# design 1

Fig. 1: design 1, drive-strength map
Scale: 4 px per µm.
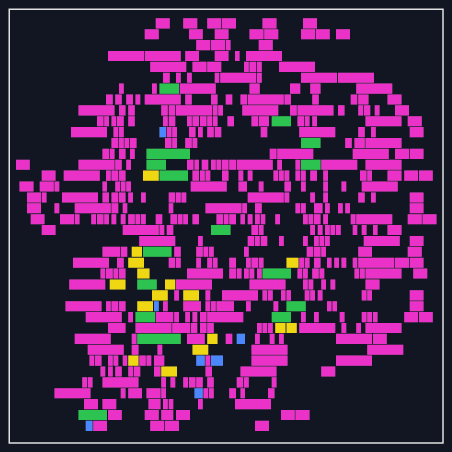

### config.mk
export PLATFORM = sky130hd
export DESIGN_NAME = ula_seq_ctrl
export DESIGN_NICKNAME = d
export VERILOG_FILES = /design/src/rtl/ula_seq_ctrl_pkg.sv /design/src/rtl/ula_op_decode.sv /design/src/rtl/ula_seq_ctrl.sv
export SDC_FILE = /design/constraint.sdc
export NUM_CORES = 1
export LEC_CHECK = 0
export ABC_AREA = 1
export CORE_UTILIZATION = 29
export CTS_BUF_LIST = sky130_fd_sc_hd__clkbuf_8
export CTS_CLUSTER_DIAMETER = 80
export DETAILED_ROUTE_END_ITERATION = 16
export HOLD_SLACK_MARGIN = 0.03
export PLACE_DENSITY = 0.54
export SYNTH_ARGS = -nofsm -noshare
export SYNTH_HDL_FRONTEND = slang
export SYNTH_SLANG_ARGS = --single-unit
export TNS_END_PERCENT = 20
### constraint.sdc
create_clock -name clk -period 2 [get_ports clk]
set_input_delay 0.4 -clock clk [delete_from_list [all_inputs] [get_ports clk]]
set_output_delay 0.4 -clock clk [all_outputs]
set_load 0.02 [all_outputs]
### src/rtl/ula_seq_ctrl_pkg.sv
// Shared opcodes, ALU select codes, controller states and the ALU control tuple
// used by the ula_seq_ctrl sequencer and its opcode decoder.
package ula_seq_ctrl_pkg;

  localparam logic [2:0] OP_AND  = 3'b000;
  localparam logic [2:0] OP_OR   = 3'b001;
  localparam logic [2:0] OP_ADD  = 3'b010;
  localparam logic [2:0] OP_SUB  = 3'b011;
  localparam logic [2:0] OP_SLT  = 3'b100;
  localparam logic [2:0] OP_NOR  = 3'b101;
  localparam logic [2:0] OP_MULU = 3'b110;
  localparam logic [2:0] OP_ILL  = 3'b111;

  localparam logic [1:0] ALUSEL_AND = 2'b00;
  localparam logic [1:0] ALUSEL_OR  = 2'b01;
  localparam logic [1:0] ALUSEL_ADD = 2'b10;
  localparam logic [1:0] ALUSEL_SLT = 2'b11;

  typedef enum logic [1:0] {
    StIdle,
    StExec,
    StMul,
    StResp
  } state_e;

  typedef struct packed {
    logic       ain;
    logic       bin;
    logic [1:0] sel;
    logic       cin;
  } alu_ctrl_t;

endpackage

### src/rtl/ula_op_decode.sv
// Combinational opcode to ALU control tuple decode. MULU maps to a plain add
// (one shift-add step); the illegal opcode yields an all-zero tuple.
module ula_op_decode
  import ula_seq_ctrl_pkg::*;
(
  input  logic [2:0] op,
  output alu_ctrl_t  ctrl
);

  always_comb begin
    ctrl = '0;
    unique case (op)
      OP_AND:  ctrl = '{ain: 1'b0, bin: 1'b0, sel: ALUSEL_AND, cin: 1'b0};
      OP_OR:   ctrl = '{ain: 1'b0, bin: 1'b0, sel: ALUSEL_OR,  cin: 1'b0};
      OP_ADD:  ctrl = '{ain: 1'b0, bin: 1'b0, sel: ALUSEL_ADD, cin: 1'b0};
      OP_SUB:  ctrl = '{ain: 1'b0, bin: 1'b1, sel: ALUSEL_ADD, cin: 1'b1};
      OP_SLT:  ctrl = '{ain: 1'b0, bin: 1'b1, sel: ALUSEL_SLT, cin: 1'b1};
      OP_NOR:  ctrl = '{ain: 1'b1, bin: 1'b1, sel: ALUSEL_AND, cin: 1'b0};
      OP_MULU: ctrl = '{ain: 1'b0, bin: 1'b0, sel: ALUSEL_ADD, cin: 1'b0};
      default: ctrl = '0;
    endcase
  end

endmodule

### src/rtl/ula_seq_ctrl.sv
// Initiator-side sequencer for the 8-bit ripple ALU: single-op request/response
// handshakes, one-cycle ALU ops and an 8-step unsigned shift-add multiply.
module ula_seq_ctrl
  import ula_seq_ctrl_pkg::*;
#(
  parameter int unsigned MUL_ITERS = 8
) (
  input  logic       clk,
  input  logic       reset_n,
  input  logic       req_valid,
  output logic       req_ready,
  input  logic [2:0] req_op,
  input  logic [7:0] req_a,
  input  logic [7:0] req_b,
  output logic [7:0] alu_a,
  output logic [7:0] alu_b,
  output logic       alu_ain,
  output logic       alu_bin,
  output logic [1:0] alu_operation,
  output logic       alu_cin,
  input  logic [7:0] alu_result,
  input  logic       alu_overflow,
  output logic       rsp_valid,
  input  logic       rsp_ready,
  output logic [7:0] rsp_result,
  output logic [7:0] rsp_hi,
  output logic       rsp_overflow,
  output logic       rsp_zero,
  output logic       rsp_illegal
);

  localparam logic [2:0] LastIter = 3'(MUL_ITERS - 1);

  state_e     state_q, state_d;
  logic [2:0] op_q, op_d;
  logic [7:0] acc_q, acc_d;
  logic [7:0] mplr_q, mplr_d;
  logic [7:0] mcand_q, mcand_d;
  logic [2:0] cnt_q, cnt_d;
  logic [7:0] alu_a_q, alu_a_d;
  logic [7:0] alu_b_q, alu_b_d;
  alu_ctrl_t  ctrl_q, ctrl_d;
  logic [7:0] rsp_result_q, rsp_result_d;
  logic [7:0] rsp_hi_q, rsp_hi_d;
  logic       rsp_ovf_q, rsp_ovf_d;
  logic       rsp_zero_q, rsp_zero_d;
  logic       rsp_ill_q, rsp_ill_d;

  alu_ctrl_t  req_ctrl;
  logic       carry;
  logic [7:0] acc_nx, mplr_nx;

  ula_op_decode u_decode (
    .op   (req_op),
    .ctrl (req_ctrl)
  );

  // Adder carry-out rebuilt from the operand and sum sign bits.
  assign carry = (alu_a_q[7] & alu_b_q[7]) | ((alu_a_q[7] | alu_b_q[7]) & ~alu_result[7]);
  assign {acc_nx, mplr_nx} = {carry, alu_result, mplr_q[7:1]};

  always_comb begin
    state_d      = state_q;
    op_d         = op_q;
    acc_d        = acc_q;
    mplr_d       = mplr_q;
    mcand_d      = mcand_q;
    cnt_d        = cnt_q;
    alu_a_d      = alu_a_q;
    alu_b_d      = alu_b_q;
    ctrl_d       = ctrl_q;
    rsp_result_d = rsp_result_q;
    rsp_hi_d     = rsp_hi_q;
    rsp_ovf_d    = rsp_ovf_q;
    rsp_zero_d   = rsp_zero_q;
    rsp_ill_d    = rsp_ill_q;

    unique case (state_q)
      StIdle: begin
        if (req_valid) begin
          op_d    = req_op;
          alu_a_d = req_a;
          alu_b_d = req_b;
          ctrl_d  = req_ctrl;
          unique case (req_op)
            OP_MULU: begin
              acc_d   = '0;
              mplr_d  = req_b;
              mcand_d = req_a;
              cnt_d   = '0;
              alu_a_d = '0;
              alu_b_d = req_b[0] ? req_a : '0;
              state_d = StMul;
            end
            OP_ILL: begin
              rsp_result_d = '0;
              rsp_hi_d     = '0;
              rsp_ovf_d    = 1'b0;
              rsp_zero_d   = 1'b1;
              rsp_ill_d    = 1'b1;
              state_d      = StResp;
            end
            default: state_d = StExec;
          endcase
        end
      end
      StExec: begin
        rsp_result_d = alu_result;
        rsp_hi_d     = '0;
        rsp_ovf_d    = ((op_q == OP_ADD) || (op_q == OP_SUB)) & alu_overflow;
        rsp_zero_d   = (alu_result == '0);
        rsp_ill_d    = 1'b0;
        state_d      = StResp;
      end
      StMul: begin
        acc_d  = acc_nx;
        mplr_d = mplr_nx;
        cnt_d  = cnt_q + 3'd1;
        if (cnt_q == LastIter) begin
          rsp_hi_d     = acc_nx;
          rsp_result_d = mplr_nx;
          rsp_ovf_d    = |acc_nx;
          rsp_zero_d   = ~|{acc_nx, mplr_nx};
          rsp_ill_d    = 1'b0;
          state_d      = StResp;
        end else begin
          alu_a_d = acc_nx;
          alu_b_d = mplr_nx[0] ? mcand_q : '0;
        end
      end
      StResp: begin
        if (rsp_ready) begin
          alu_a_d      = '0;
          alu_b_d      = '0;
          ctrl_d       = '0;
          rsp_result_d = '0;
          rsp_hi_d     = '0;
          rsp_ovf_d    = 1'b0;
          rsp_zero_d   = 1'b0;
          rsp_ill_d    = 1'b0;
          state_d      = StIdle;
        end
      end
      default: state_d = StIdle;
    endcase
  end

  always_ff @(posedge clk or negedge reset_n) begin
    if (!reset_n) begin
      state_q      <= StIdle;
      op_q         <= '0;
      acc_q        <= '0;
      mplr_q       <= '0;
      mcand_q      <= '0;
      cnt_q        <= '0;
      alu_a_q      <= '0;
      alu_b_q      <= '0;
      ctrl_q       <= '0;
      rsp_result_q <= '0;
      rsp_hi_q     <= '0;
      rsp_ovf_q    <= 1'b0;
      rsp_zero_q   <= 1'b0;
      rsp_ill_q    <= 1'b0;
    end else begin
      state_q      <= state_d;
      op_q         <= op_d;
      acc_q        <= acc_d;
      mplr_q       <= mplr_d;
      mcand_q      <= mcand_d;
      cnt_q        <= cnt_d;
      alu_a_q      <= alu_a_d;
      alu_b_q      <= alu_b_d;
      ctrl_q       <= ctrl_d;
      rsp_result_q <= rsp_result_d;
      rsp_hi_q     <= rsp_hi_d;
      rsp_ovf_q    <= rsp_ovf_d;
      rsp_zero_q   <= rsp_zero_d;
      rsp_ill_q    <= rsp_ill_d;
    end
  end

  assign req_ready     = (state_q == StIdle);
  assign rsp_valid     = (state_q == StResp);
  assign alu_a         = alu_a_q;
  assign alu_b         = alu_b_q;
  assign alu_ain       = ctrl_q.ain;
  assign alu_bin       = ctrl_q.bin;
  assign alu_operation = ctrl_q.sel;
  assign alu_cin       = ctrl_q.cin;
  assign rsp_result    = rsp_result_q;
  assign rsp_hi        = rsp_hi_q;
  assign rsp_overflow  = rsp_ovf_q;
  assign rsp_zero      = rsp_zero_q;
  assign rsp_illegal   = rsp_ill_q;

endmodule

# design 2

$ cat config.mk
export PLATFORM = sky130hd
export DESIGN_NAME = edge_window_counter_flat
export DESIGN_NICKNAME = d
export VERILOG_FILES = /design/src/rtl/edge_pkg.sv /design/src/rtl/edge_window_counter_if.sv /design/src/rtl/edge_window_counter_rise_strobe.sv /design/src/rtl/edge_window_counter.sv /design/src/flat_wrapper.sv
export SDC_FILE = /design/constraint.sdc
export NUM_CORES = 1
export LEC_CHECK = 0
export ABC_AREA = 1
export CAP_MARGIN = 20
export CORE_MARGIN = 2
export CORE_UTILIZATION = 40
export DETAILED_ROUTE_END_ITERATION = 8
export PLACE_DENSITY = 0.66
export SLEW_MARGIN = 30
export SYNTH_ARGS = -nofsm -noshare
export SYNTH_HDL_FRONTEND = slang
export SYNTH_SLANG_ARGS = --single-unit
export TNS_END_PERCENT = 20
$ cat constraint.sdc
create_clock -name in_clock -period 5.6 [get_ports in_clock]
set_input_delay 1.68 -clock in_clock [delete_from_list [all_inputs] [get_ports in_clock]]
set_output_delay 1.68 -clock in_clock [all_outputs]
set_load 0.05 [all_outputs]
$ cat src/rtl/edge_pkg.sv
// Shared types and default widths for the edge window counter.
package edge_pkg;
    typedef enum logic [1:0] {
        IDLE  = 2'd0,
        ARM   = 2'd1,
        COUNT = 2'd2,
        DONE  = 2'd3
    } state_t;

    localparam int DEF_WIN_W = 16;
    localparam int DEF_CNT_W = 8;
endpackage

$ cat src/rtl/edge_window_counter_if.sv
// Host-side control/result bundle plus the raw event input.
interface edge_window_counter_if
    import edge_pkg::*;
#(
    parameter int WIN_W = DEF_WIN_W,
    parameter int CNT_W = DEF_CNT_W
);
    logic             in_start;
    logic             in_abort;
    logic [WIN_W-1:0] in_window;
    logic             in_signal;
    logic             out_busy;
    logic             out_done;
    logic [CNT_W-1:0] out_count;
    logic             out_overflow;

    modport master (
        output in_start, in_abort, in_window, in_signal,
        input  out_busy, out_done, out_count, out_overflow
    );

    modport slave (
        input  in_start, in_abort, in_window, in_signal,
        output out_busy, out_done, out_count, out_overflow
    );
endinterface

$ cat src/rtl/edge_window_counter_rise_strobe.sv
// Rising-edge detector; prime loads the history bit without ever producing a strobe.
module rise_strobe (
    input  logic clk,
    input  logic rst_n,
    input  logic prime,
    input  logic en,
    input  logic sig,
    output logic strobe
);
    logic prev_q;

    always_ff @(posedge clk) begin
        if (!rst_n)
            prev_q <= 1'b0;
        else if (prime || en)
            prev_q <= sig;
    end

    assign strobe = en & ~prev_q & sig;
endmodule

$ cat src/rtl/edge_window_counter.sv
// Counts rising edges of bus.in_signal over a programmed window of cycles.
module edge_window_counter
    import edge_pkg::*;
#(
    parameter int WIN_W = DEF_WIN_W,
    parameter int CNT_W = DEF_CNT_W
) (
    input logic                 in_clock,
    input logic                 in_reset_n,
    edge_window_counter_if.slave bus
);
    state_t           state_q, state_d;
    logic [WIN_W-1:0] win_q, rem_q;
    logic [CNT_W-1:0] cnt_q, count_q;
    logic             ovf_q, overflow_q, busy_q, done_q;
    logic             strobe;

    rise_strobe u_rise (
        .clk    (in_clock),
        .rst_n  (in_reset_n),
        .prime  (state_q == ARM),
        .en     (state_q == COUNT),
        .sig    (bus.in_signal),
        .strobe (strobe)
    );

    always_comb begin
        state_d = state_q;
        unique case (state_q)
            IDLE:  if (bus.in_start) state_d = (bus.in_window != '0) ? ARM : DONE;
            ARM:   state_d = bus.in_abort ? IDLE : COUNT;
            COUNT: begin
                if (bus.in_abort)
                    state_d = IDLE;
                else if (rem_q == WIN_W'(1))
                    state_d = DONE;
            end
            DONE:  state_d = IDLE;
            default: state_d = IDLE;
        endcase
    end

    always_ff @(posedge in_clock) begin
        if (!in_reset_n) begin
            state_q    <= IDLE;
            win_q      <= '0;
            rem_q      <= '0;
            cnt_q      <= '0;
            ovf_q      <= 1'b0;
            count_q    <= '0;
            overflow_q <= 1'b0;
            busy_q     <= 1'b0;
            done_q     <= 1'b0;
        end else begin
            state_q <= state_d;
            // Status outputs are registered from the next state so they line up with it.
            busy_q  <= (state_d == ARM) || (state_d == COUNT);
            done_q  <= (state_d == DONE);
            unique case (state_q)
                IDLE: begin
                    if (bus.in_start) begin
                        win_q      <= bus.in_window;
                        cnt_q      <= '0;
                        ovf_q      <= 1'b0;
                        overflow_q <= 1'b0;
                        if (bus.in_window == '0)
                            count_q <= '0;
                    end
                end
                ARM: begin
                    if (bus.in_abort) begin
                        count_q    <= '0;
                        overflow_q <= 1'b0;
                    end else begin
                        rem_q <= win_q;
                    end
                end
                COUNT: begin
                    if (bus.in_abort) begin
                        count_q    <= '0;
                        overflow_q <= 1'b0;
                    end else begin
                        rem_q <= rem_q - 1'b1;
                        if (strobe) begin
                            if (&cnt_q)
                                ovf_q <= 1'b1;
                            else
                                cnt_q <= cnt_q + 1'b1;
                        end
                    end
                end
                DONE: begin
                    count_q    <= cnt_q;
                    overflow_q <= ovf_q;
                end
                default: ;
            endcase
        end
    end

    assign bus.out_busy     = busy_q;
    assign bus.out_done     = done_q;
    assign bus.out_count    = count_q;
    assign bus.out_overflow = overflow_q;
endmodule
$ cat src/flat_wrapper.sv
// flat-port wrapper written by rule: the top's interface ports become plain ports
module edge_window_counter_flat import edge_pkg::*;
#(
    parameter int WIN_W = DEF_WIN_W,
    parameter int CNT_W = DEF_CNT_W
)
  (in_clock, in_reset_n, bus_in_start, bus_in_abort, bus_in_window, bus_in_signal, bus_out_busy, bus_out_done, bus_out_count, bus_out_overflow);
  edge_window_counter_if #(.WIN_W(WIN_W), .CNT_W(CNT_W)) bus_i ();
  input logic in_clock;
  input logic in_reset_n;
  input wire logic [$bits(bus_i.in_start)-1:0] bus_in_start;
  input wire logic [$bits(bus_i.in_abort)-1:0] bus_in_abort;
  input wire logic [$bits(bus_i.in_window)-1:0] bus_in_window;
  input wire logic [$bits(bus_i.in_signal)-1:0] bus_in_signal;
  output wire logic [$bits(bus_i.out_busy)-1:0] bus_out_busy;
  output wire logic [$bits(bus_i.out_done)-1:0] bus_out_done;
  output wire logic [$bits(bus_i.out_count)-1:0] bus_out_count;
  output wire logic [$bits(bus_i.out_overflow)-1:0] bus_out_overflow;
  assign bus_i.in_start = bus_in_start;
  assign bus_i.in_abort = bus_in_abort;
  assign bus_i.in_window = bus_in_window;
  assign bus_i.in_signal = bus_in_signal;
  assign bus_out_busy = bus_i.out_busy;
  assign bus_out_done = bus_i.out_done;
  assign bus_out_count = bus_i.out_count;
  assign bus_out_overflow = bus_i.out_overflow;
  edge_window_counter #(.WIN_W(WIN_W), .CNT_W(CNT_W)) u_core (.in_clock(in_clock), .in_reset_n(in_reset_n), .bus(bus_i));
endmodule
# design 3

[config.mk]
export PLATFORM = sky130hd
export DESIGN_NAME = master_in_port
export DESIGN_NICKNAME = d
export VERILOG_FILES = /design/src/rtl/bus_pkg.sv /design/src/rtl/serial_shift_in.sv /design/src/rtl/master_in_port.sv
export SDC_FILE = /design/constraint.sdc
export NUM_CORES = 1
export LEC_CHECK = 0
export ABC_CLOCK_PERIOD_IN_PS = 3200
export CORE_UTILIZATION = 55
export CTS_BUF_LIST = sky130_fd_sc_hd__clkbuf_4 sky130_fd_sc_hd__clkbuf_8
export CTS_CLUSTER_DIAMETER = 30
export DETAILED_ROUTE_END_ITERATION = 10
export PLACE_DENSITY = 0.85
export SLEW_MARGIN = 25
export SYNTH_ARGS = -nofsm -noshare
export SYNTH_HDL_FRONTEND = slang
export SYNTH_SLANG_ARGS = --single-unit
[constraint.sdc]
create_clock -name clk -period 3.2 [get_ports clk]
set_input_delay 0.8 -clock clk [delete_from_list [all_inputs] [get_ports clk]]
set_output_delay 0.8 -clock clk [all_outputs]
set_load 0.1 [all_outputs]
[src/rtl/bus_pkg.sv]
// Shared system-bus definitions for the serial read-data path.
// Used by both the slave output port and the master input port.
package bus_pkg;

  localparam int BUS_DATA_WIDTH = 8;

  typedef enum logic [1:0] {
    IDLE    = 2'b00,
    RECEIVE = 2'b01,
    HOLD    = 2'b10
  } rx_state_t;

endpackage

[src/rtl/serial_shift_in.sv]
// LSB-first serial deserialiser: writes bit_in into word[cnt] on each enabled edge.
// The counter clears itself after the last bit, so it never wraps.
module serial_shift_in #(
  parameter  int WIDTH = 8,
  localparam int CW    = $clog2(WIDTH)
) (
  input  logic             clk,
  input  logic             reset,
  input  logic             en,
  input  logic             clr,
  input  logic             bit_in,
  output logic [WIDTH-1:0] word,
  output logic             last_bit
);

  localparam logic [CW-1:0] LAST = CW'(WIDTH - 1);

  logic [CW-1:0] cnt;

  assign last_bit = (cnt == LAST);

  always_ff @(posedge clk) begin
    if (reset || clr) begin
      word <= '0;
      cnt  <= '0;
    end else if (en) begin
      word[cnt] <= bit_in;
      cnt       <= last_bit ? '0 : cnt + 1'b1;
    end
  end

endmodule

[src/rtl/master_in_port.sv]
// Master-side serial receiver: deserialises one word per transfer, checks the
// slave's end-of-word strobe, and buffers the word behind a valid/ready handshake.
module master_in_port
  import bus_pkg::*;
#(
  parameter int DATA_WIDTH = BUS_DATA_WIDTH
) (
  input  logic                  clk,
  input  logic                  reset,
  input  logic                  slave_valid,
  output logic                  master_ready,
  input  logic                  rx_data,
  input  logic                  slave_tx_done,
  output logic [DATA_WIDTH-1:0] data_out,
  output logic                  out_valid,
  input  logic                  out_ready,
  output logic                  frame_error,
  input  logic                  err_clear
);

  rx_state_t             state, state_nxt;
  logic                  sh_en, bad_state, last_bit, frm_bad;
  logic [DATA_WIDTH-1:0] word, word_full;

  serial_shift_in #(.WIDTH(DATA_WIDTH)) u_shift (
    .clk      (clk),
    .reset    (reset),
    .en       (sh_en),
    .clr      (bad_state),
    .bit_in   (rx_data),
    .word     (word),
    .last_bit (last_bit)
  );

  assign master_ready = (state == IDLE);
  assign frm_bad      = (state == RECEIVE) && (slave_tx_done != last_bit);

  always_comb begin
    state_nxt = state;
    sh_en     = 1'b0;
    bad_state = 1'b0;
    case (state)
      IDLE: begin
        if (slave_valid) begin
          sh_en     = 1'b1;
          state_nxt = RECEIVE;
        end
      end
      RECEIVE: begin
        sh_en = 1'b1;
        if (last_bit) state_nxt = HOLD;
      end
      HOLD: begin
        if (out_ready) state_nxt = IDLE;
      end
      default: begin
        state_nxt = IDLE;
        bad_state = 1'b1;
      end
    endcase
  end

  // The top bit arrives on the same edge the word is captured, so bypass it in.
  always_comb begin
    word_full                 = word;
    word_full[DATA_WIDTH-1]   = rx_data;
  end

  always_ff @(posedge clk) begin
    if (reset || bad_state) begin
      state       <= IDLE;
      data_out    <= '0;
      out_valid   <= 1'b0;
      frame_error <= 1'b0;
    end else begin
      state <= state_nxt;
      if (state == RECEIVE && last_bit) begin
        data_out  <= word_full;
        out_valid <= 1'b1;
      end else if (state == HOLD && out_ready) begin
        out_valid <= 1'b0;
      end
      if (frm_bad)        frame_error <= 1'b1;
      else if (err_clear) frame_error <= 1'b0;
    end
  end

endmodule
# design 4

===== src/rtl/valve_sequencer_if.sv =====
// Instruction-memory read port between the valve sequencer and its program store.
// Synchronous memory: imem_data is valid the cycle after imem_en.
interface valve_sequencer_if #(
  parameter int unsigned ADDR_W = 8
);
  logic              imem_en;
  logic [ADDR_W-1:0] imem_addr;
  logic [12:0]       imem_data;

  modport master (output imem_en, output imem_addr, input  imem_data);
  modport slave  (input  imem_en, input  imem_addr, output imem_data);
endinterface


===== src/rtl/valve_sequencer.sv =====
// Program sequencer for the microfluidic valve controller: fetches and executes
// Set/Unset, Delay, Halt and NOP instructions and holds the 16-valve drive register.
module valve_sequencer #(
  parameter int unsigned ADDR_W   = 8,
  parameter int unsigned TICK_DIV = 100000
) (
  input  logic                   clk,
  input  logic                   rst_n,
  input  logic                   start,
  input  logic                   stop,
  valve_sequencer_if.master      imem,
  output logic [15:0]            valves,
  output logic [ADDR_W-1:0]      pc,
  output logic                   busy,
  output logic                   delay_active,
  output logic                   halted
);

  localparam int unsigned PW = $clog2(TICK_DIV);
  localparam logic [PW-1:0] PRESC_LAST = PW'(TICK_DIV - 1);

  typedef enum logic [2:0] {
    S_IDLE,
    S_FETCH,
    S_EXEC,
    S_WAIT,
    S_HALTED
  } state_t;

  state_t            state, state_d;
  logic [15:0]       valves_d;
  logic [ADDR_W-1:0] pc_d, pc_inc;
  logic [5:0]        dly_cnt, dly_cnt_d;
  logic [9:0]        unit_cnt, unit_cnt_d;
  logic [9:0]        unit_max, unit_max_d;
  logic [PW-1:0]     presc, presc_d;
  logic              imem_en_d, busy_d, delay_active_d, halted_d;

  logic [2:0]  op;
  logic [5:0]  d_count;
  logic [2:0]  d_unit;
  logic        d_debug;
  logic [9:0]  d_mult_m1;

  assign op      = imem.imem_data[12:10];
  assign d_count = imem.imem_data[9:4];
  assign d_unit  = imem.imem_data[3:1];
  assign d_debug = imem.imem_data[0];
  assign pc_inc  = pc + 1'b1;

  // Unit counter limit is stored as M-1 so a full millisecond group ends on equality.
  always_comb begin
    d_mult_m1 = '0;
    if (!d_debug) begin
      case (d_unit)
        3'd0:    d_mult_m1 = 10'd0;
        3'd1:    d_mult_m1 = 10'd9;
        3'd2:    d_mult_m1 = 10'd99;
        default: d_mult_m1 = 10'd999;
      endcase
    end
  end

  always_comb begin
    state_d    = state;
    valves_d   = valves;
    pc_d       = pc;
    dly_cnt_d  = dly_cnt;
    unit_cnt_d = unit_cnt;
    unit_max_d = unit_max;
    presc_d    = presc;

    if (stop) begin
      state_d    = S_IDLE;
      valves_d   = '0;
      pc_d       = '0;
      dly_cnt_d  = '0;
      unit_cnt_d = '0;
      unit_max_d = '0;
      presc_d    = '0;
    end else begin
      case (state)
        S_IDLE, S_HALTED: begin
          if (start) begin
            state_d = S_FETCH;
            pc_d    = '0;
          end
        end
        S_FETCH: state_d = S_EXEC;
        S_EXEC: begin
          case (op)
            3'b001: begin
              valves_d[imem.imem_data[9:6]] = imem.imem_data[1];
              pc_d    = pc_inc;
              state_d = S_FETCH;
            end
            3'b010: begin
              if (d_count == 6'd0) begin
                pc_d    = pc_inc;
                state_d = S_FETCH;
              end else begin
                dly_cnt_d  = d_count;
                unit_cnt_d = '0;
                unit_max_d = d_mult_m1;
                presc_d    = '0;
                state_d    = S_WAIT;
              end
            end
            3'b011: begin
              valves_d = '0;
              state_d  = S_HALTED;
            end
            default: begin
              pc_d    = pc_inc;
              state_d = S_FETCH;
            end
          endcase
        end
        S_WAIT: begin
          if (presc == PRESC_LAST) begin
            presc_d = '0;
            if (unit_cnt == unit_max) begin
              unit_cnt_d = '0;
              if (dly_cnt == 6'd1) begin
                dly_cnt_d = '0;
                pc_d      = pc_inc;
                state_d   = S_FETCH;
              end else begin
                dly_cnt_d = dly_cnt - 1'b1;
              end
            end else begin
              unit_cnt_d = unit_cnt + 1'b1;
            end
          end else begin
            presc_d = presc + 1'b1;
          end
        end
        default: state_d = S_IDLE;
      endcase
    end

    imem_en_d      = (state_d == S_FETCH);
    busy_d         = (state_d == S_FETCH) || (state_d == S_EXEC) || (state_d == S_WAIT);
    delay_active_d = (state_d == S_WAIT);
    halted_d       = (state_d == S_HALTED);
  end

  always_ff @(posedge clk or negedge rst_n) begin
    if (!rst_n) begin
      state          <= S_IDLE;
      valves         <= '0;
      pc             <= '0;
      dly_cnt        <= '0;
      unit_cnt       <= '0;
      unit_max       <= '0;
      presc          <= '0;
      imem.imem_en   <= 1'b0;
      imem.imem_addr <= '0;
      busy           <= 1'b0;
      delay_active   <= 1'b0;
      halted         <= 1'b0;
    end else begin
      state          <= state_d;
      valves         <= valves_d;
      pc             <= pc_d;
      dly_cnt        <= dly_cnt_d;
      unit_cnt       <= unit_cnt_d;
      unit_max       <= unit_max_d;
      presc          <= presc_d;
      imem.imem_en   <= imem_en_d;
      imem.imem_addr <= pc_d;
      busy           <= busy_d;
      delay_active   <= delay_active_d;
      halted         <= halted_d;
    end
  end

endmodule


===== src/flat_wrapper.sv =====
// flat-port wrapper written by rule: the top's interface ports become plain ports
module valve_sequencer_flat 
#(
  parameter int unsigned ADDR_W   = 8,
  parameter int unsigned TICK_DIV = 100000
)
  (clk, rst_n, start, stop, valves, pc, busy, delay_active, halted, imem_imem_en, imem_imem_addr, imem_imem_data);
  valve_sequencer_if #(.ADDR_W(ADDR_W)) imem_i ();
  input  logic clk;
  input  logic rst_n;
  input  logic start;
  input  logic stop;
  output logic [15:0] valves;
  output logic [ADDR_W-1:0] pc;
  output logic busy;
  output logic delay_active;
  output logic halted;
  output wire logic [$bits(imem_i.imem_en)-1:0] imem_imem_en;
  output wire logic [$bits(imem_i.imem_addr)-1:0] imem_imem_addr;
  input wire logic [$bits(imem_i.imem_data)-1:0] imem_imem_data;
  assign imem_imem_en = imem_i.imem_en;
  assign imem_imem_addr = imem_i.imem_addr;
  assign imem_i.imem_data = imem_imem_data;
  valve_sequencer #(.ADDR_W(ADDR_W), .TICK_DIV(TICK_DIV)) u_core (.clk(clk), .rst_n(rst_n), .start(start), .stop(stop), .imem(imem_i), .valves(valves), .pc(pc), .busy(busy), .delay_active(delay_active), .halted(halted));
endmodule

===== config.mk =====
export PLATFORM = sky130hd
export DESIGN_NAME = valve_sequencer_flat
export DESIGN_NICKNAME = d
export VERILOG_FILES = /design/src/rtl/valve_sequencer_if.sv /design/src/rtl/valve_sequencer.sv /design/src/flat_wrapper.sv
export SDC_FILE = /design/constraint.sdc
export NUM_CORES = 1
export LEC_CHECK = 0
export CELL_PAD_IN_SITES_DETAIL_PLACEMENT = 0
export CELL_PAD_IN_SITES_GLOBAL_PLACEMENT = 2
export CORE_AREA = 2 2 76 150
export DETAILED_ROUTE_END_ITERATION = 8
export DIE_AREA = 0 0 78 152
export MAX_ROUTING_LAYER = met4
export PLACE_DENSITY = 0.84
export SLEW_MARGIN = 10
export SYNTH_ARGS = -nofsm -noshare
export SYNTH_HDL_FRONTEND = slang
export SYNTH_SLANG_ARGS = --single-unit
export TNS_END_PERCENT = 30

===== constraint.sdc =====
create_clock -name clk -period 4.4 [get_ports clk]
set_input_delay 0.88 -clock clk [delete_from_list [all_inputs] [get_ports clk]]
set_output_delay 0.88 -clock clk [all_outputs]
set_load 0.02 [all_outputs]

Fig. 2: design 1, wiring heat map
Scale: 3 px per µm. 22 x 22 tiles, from black (low) to pale yellow (high), scaled to the fullest tile. Values are wire area over tile area, all layers added.
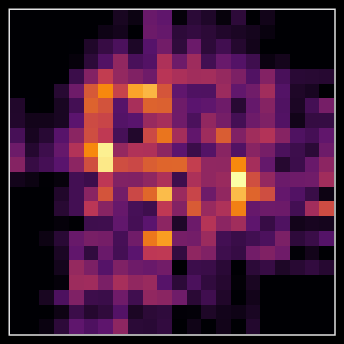
- densest ninth of the die: centre
- tiles over half the peak: 9.5%
- emptiest ninth of the die: lower right
- nearly empty tiles: 24%
routed len/inst: 13.6 µm
Total GRT Usage: 16.3%

About Fig. 1:
- magenta: drive 1 or less (cells 466; share 92%; most used nand2_1)
- blue: drive 2 (cells 7; share 1.4%; most used nand2_2)
- green: drive 6 and up (cells 16; share 3.2%; most used clkbuf_8)
- yellow: drive 3 to 4 (cells 16; share 3.2%; most used buf_4)
Syn-to-layout area delta: 34.5%
Final Cell Area: 4390 µm²
Non-clk bufs: 82

==> results.json, design 1 <==
{
  "clockRootBuffer": "clkbuf_8",
  "clock_sinks": 62,
  "fillCellCount": 1120,
  "setup_viol": 0,
  "p_int_mw": 4.24,
  "layout_min_cycle_time_ps": 1960,
  "netlist.area_leader.share_pct": 47.6,
  "nNonClkInverters": 53,
  "relSlewSlack_pct": 75.9,
  "warning_count": 31,
  "cp.required_ps": 1600,
  "drive_gt1_share_pct": 7.72,
  "power.density_nw_per_um2": 1690,
  "pg_seq_mw": 2.19,
  "largestClassByArea": "registers",
  "r2r_start": "state_q[0]",
  "ys_sh_adder_pct": 2.69,
  "layout_top_cell": "nand2_1",
  "status": "finished, final reports clean",
  "power_leader": "combinational logic",
  "flop-count": 62
}
==> design 1: sequential cells by signal, indices dropped and copies added (netlist names) <==
signal	cells
state_q	2
rsp_result	8
mplr_q	7
alu_bin	1
rsp_overflow	1
rsp_zero	1
alu_operation	2
alu_ain	1
cnt_q	3
rsp_hi	8
alu_a	8
alu_cin	1
mcand_q	8
alu_b	8
rsp_illegal	1
op_q	2
==> design 1: routing by layer <==
layer / vias up / GRT usage, % / routed length, µm
met5: - / 0 / 0
met4: 0 / 6.85 / 145
met3: 11 / 2.59 / 505
met2: 90 / 24.8 / 4020
met1: 1359 / 22.7 / 4090
li1: 1497 / - / -
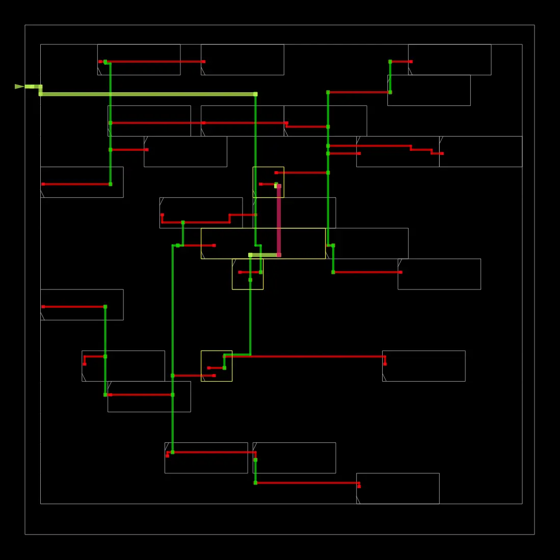
Fig. 3. Clock wiring as the flow saved it (design 3).
TritonCTS buffer count: 3
Worst Skew: 2.34 ps
# clock sinks: 22

==> results.json, design 3 <==
{
  "status": "finished, final reports clean",
  "grt_pass1_wl_mm": 3.13,
  "min_path_cells": 2,
  "synth_area_leader_cell": "dfxtp_1",
  "yosys-top-cells-area": "dfxtp_1, mux2i_1, nor2_1",
  "start_kind": "flip-flop",
  "drive_gt1_share_pct": 21.2,
  "layout_min_cycle_time_ps": 2060,
  "dieWidth_um": 45.2,
  "timing.final.ws_setup_ps": 1140,
  "largest_reg_flops": 8,
  "die-area_um2": 2050,
  "largestRegisters": "data_out x8, u_shift.word x7, u_shift.cnt x3",
  "grt_use_met2_pct": 35.4,
  "met1_usage_pct": 27.9,
  "postPlaceCellArea_um2": 1140,
  "p_leak_nw": 0.532,
  "endpoint_kind": "output port",
  "drv_slew": 0,
  "postCtsSetupRepairBufs": 0
}
[design 3: cells by family (layout without fill, tap and decap cells)]
family                   Yosys count  in the layout  synth area share [%]
adder cells (fa/ha/maj)            2              2                  2.43
flip-flops                        22             22                  42.8
XOR/XNOR                           1              1                 0.852
AND/OR/NAND/NOR                   39             39                  21.0
buffers and inverters              8             22                  6.81
multiplexers                      15             15                  14.6
AND-OR/OR-AND                     12             12                  11.4
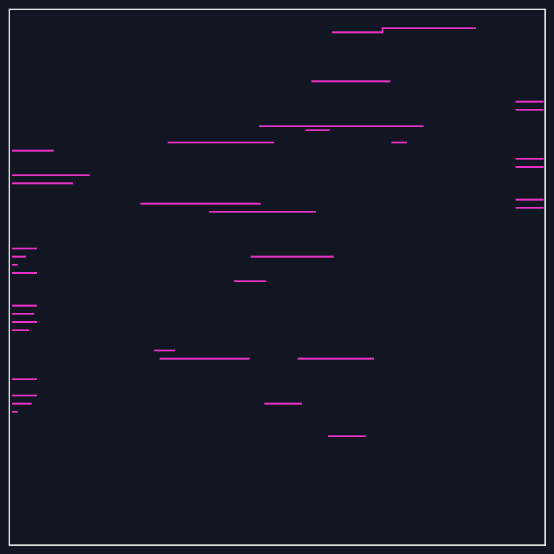
Fig. 4. Met3 routing (design 2).
Scale: 6 px per µm.
- main direction: horizontal
- wire length on this layer: 277 µm
- longest straight run: 27.1 µm
Global Route met3 Usage: 3.79%
Total Wirelength: 6.51 mm

Fig. 5: design 2, sequential cells grouped by signal name
Scale: 4 px per µm. Other sequential cells in the stronger grey, the rest of the logic in the fainter grey.
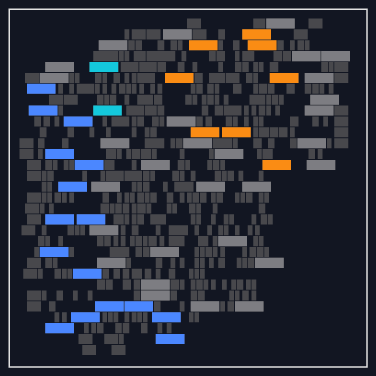
- blue: u_core.win_q (placed flops 16)
- orange: u_core.cnt_q (placed flops 8)
- cyan: u_core.state_q (placed flops 2)
- not coloured: 29
Post-Route Utilization: 47.2%
Register Area: 1100 µm²
Seq area share: 32.7%

==> results.json, design 2 <==
{
  "status": "finished, final reports clean",
  "simple_gate_share_pct": 34.6,
  "rows": 31,
  "cp.required_ps": 5820,
  "r2r_slack_ps": 3440,
  "ioPinCount": 32,
  "fp_util_pct": 40.6,
  "pg_comb_uw": 202,
  "cpPeakStageDelay_ps": 500,
  "post_cts_resized": 0,
  "top_usage_layer": "met2",
  "logic_family": "simple AND/OR/NAND/NOR gates",
  "synth_area_um2": 2890,
  "pg_seq_uw": 429,
  "synth-xor-area-share_pct": 0.605,
  "dp_cells": 548,
  "cts_hold_buf": 0,
  "top_layer": "met4",
  "mi_logic_area_um2": 1570
}
-- design 2: worst paths after layout --
kind                                              start                       to
worst max-delay path                       bus_in_abort      u_core.bus.out_busy
worst min register to register  u_core.bus.out_count[4]  u_core.bus.out_count[4]
worst min-delay path            u_core.bus.out_count[4]  u_core.bus.out_count[4]
worst max register to register        u_core.state_q[0]      u_core.bus.out_busy
-- design 2: area by class of cell --
cell class | count | area share [%]
clock buffer | 5 | 2.04
tap | 99 | 3.67
timing repair buffer | 32 | 9.42
inverter | 39 | 4.75
clock inverter | 3 | 0.816
multi-input combinational | 323 | 46.6
sequential | 55 | 32.7
Fig. 6: design 4, sequential cells grouped by signal name
Scale: 3 px per µm. Other sequential cells in the stronger grey, the rest of the logic in the fainter grey.
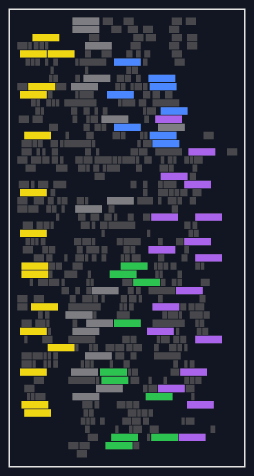
- yellow: u_core.valves (placed flops 16)
- green: u_core.unit_cnt (placed flops 10; where bottom centre)
- purple: u_core.presc (placed flops 17)
- blue: u_core.imem.imem_addr (placed flops 8)
- not coloured: 17
Power Sequential: 661 µW
Register Area: 1700 µm²
Post-Route Utilization: 43.4%

==> results.json, design 4 <==
{
  "seq_area_share_pct": 36.3,
  "fin_nets": 481,
  "comb-cell-share_pct": 39.9,
  "cpPeakStageDelay_ps": 450,
  "die-area_um2": 11900,
  "drv_slew": 0,
  "status": "finished, final reports clean",
  "pg_clk_uw": 844,
  "antenna_cells": 0,
  "clock_area_share_pct": 7.47,
  "top_layer": "met4",
  "vias": 3255,
  "drc": 0,
  "grtUsageTotal_pct": 18.5,
  "layout_top_cells": "dfrtp_1, nor2_1, clkdlybuf4s50_1, o21ai_0, nand2_1",
  "clock_sinks": 68,
  "die_y_um": 152,
  "clockRootBuffer": "clkbuf_16",
  "routed-wl-met2_mm": 6.01,
  "synth_area_leader_cell": "dfrtp_1",
  "avgSynthCellArea_um2": 9.03,
  "mi_logic_area_um2": 1870,
  "fillCellCount": 1119,
  "portBuffers": 52,
  "max_freq_mhz": 327
}
-- design 4: worst paths after layout --
check | from | endpoint | slack (ps) | cells after the start
min in group asynchronous | rst_n | u_core.presc[11] | 630 | 1
worst max-delay path | stop | u_core.imem.imem_addr[5] | 1340 | 8
max in group asynchronous | rst_n | u_core.dly_cnt[0] | 2790 | 2
worst min register to register | u_core.dly_cnt[3] | u_core.dly_cnt[3] | 520 | 2
worst min-delay path | u_core.dly_cnt[3] | u_core.dly_cnt[3] | 520 | 2
worst max register to register | u_core.presc[0] | u_core.unit_cnt[3] | 1590 | 6


## Gallery

Clock wiring as the flow saved it.
shot_01.png
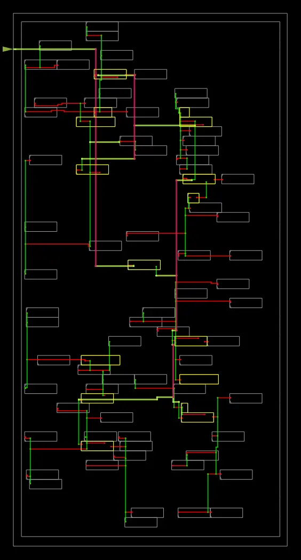
shot_02.png
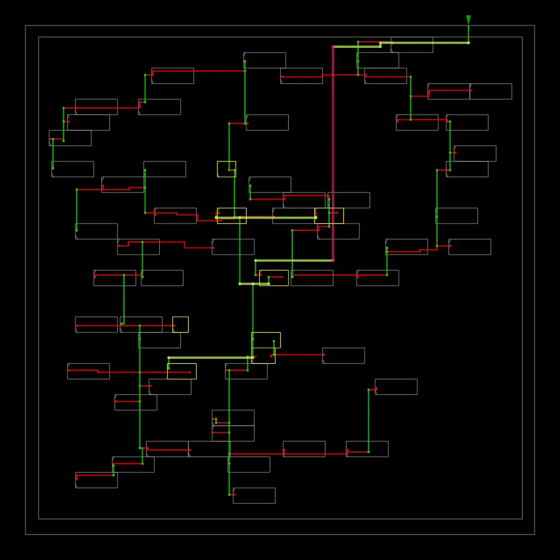
shot_03.png
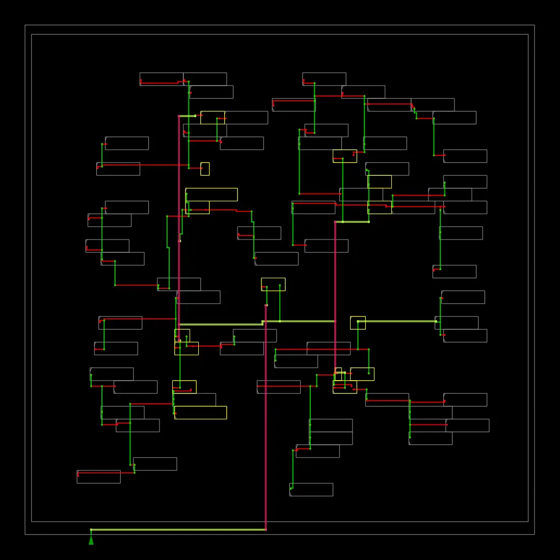
shot_03.png -> design 1
shot_01.png -> design 4
shot_02.png -> design 2
Of these, fewest clock buffers: shot_02.png

Power and IR drop assume default switching activity.
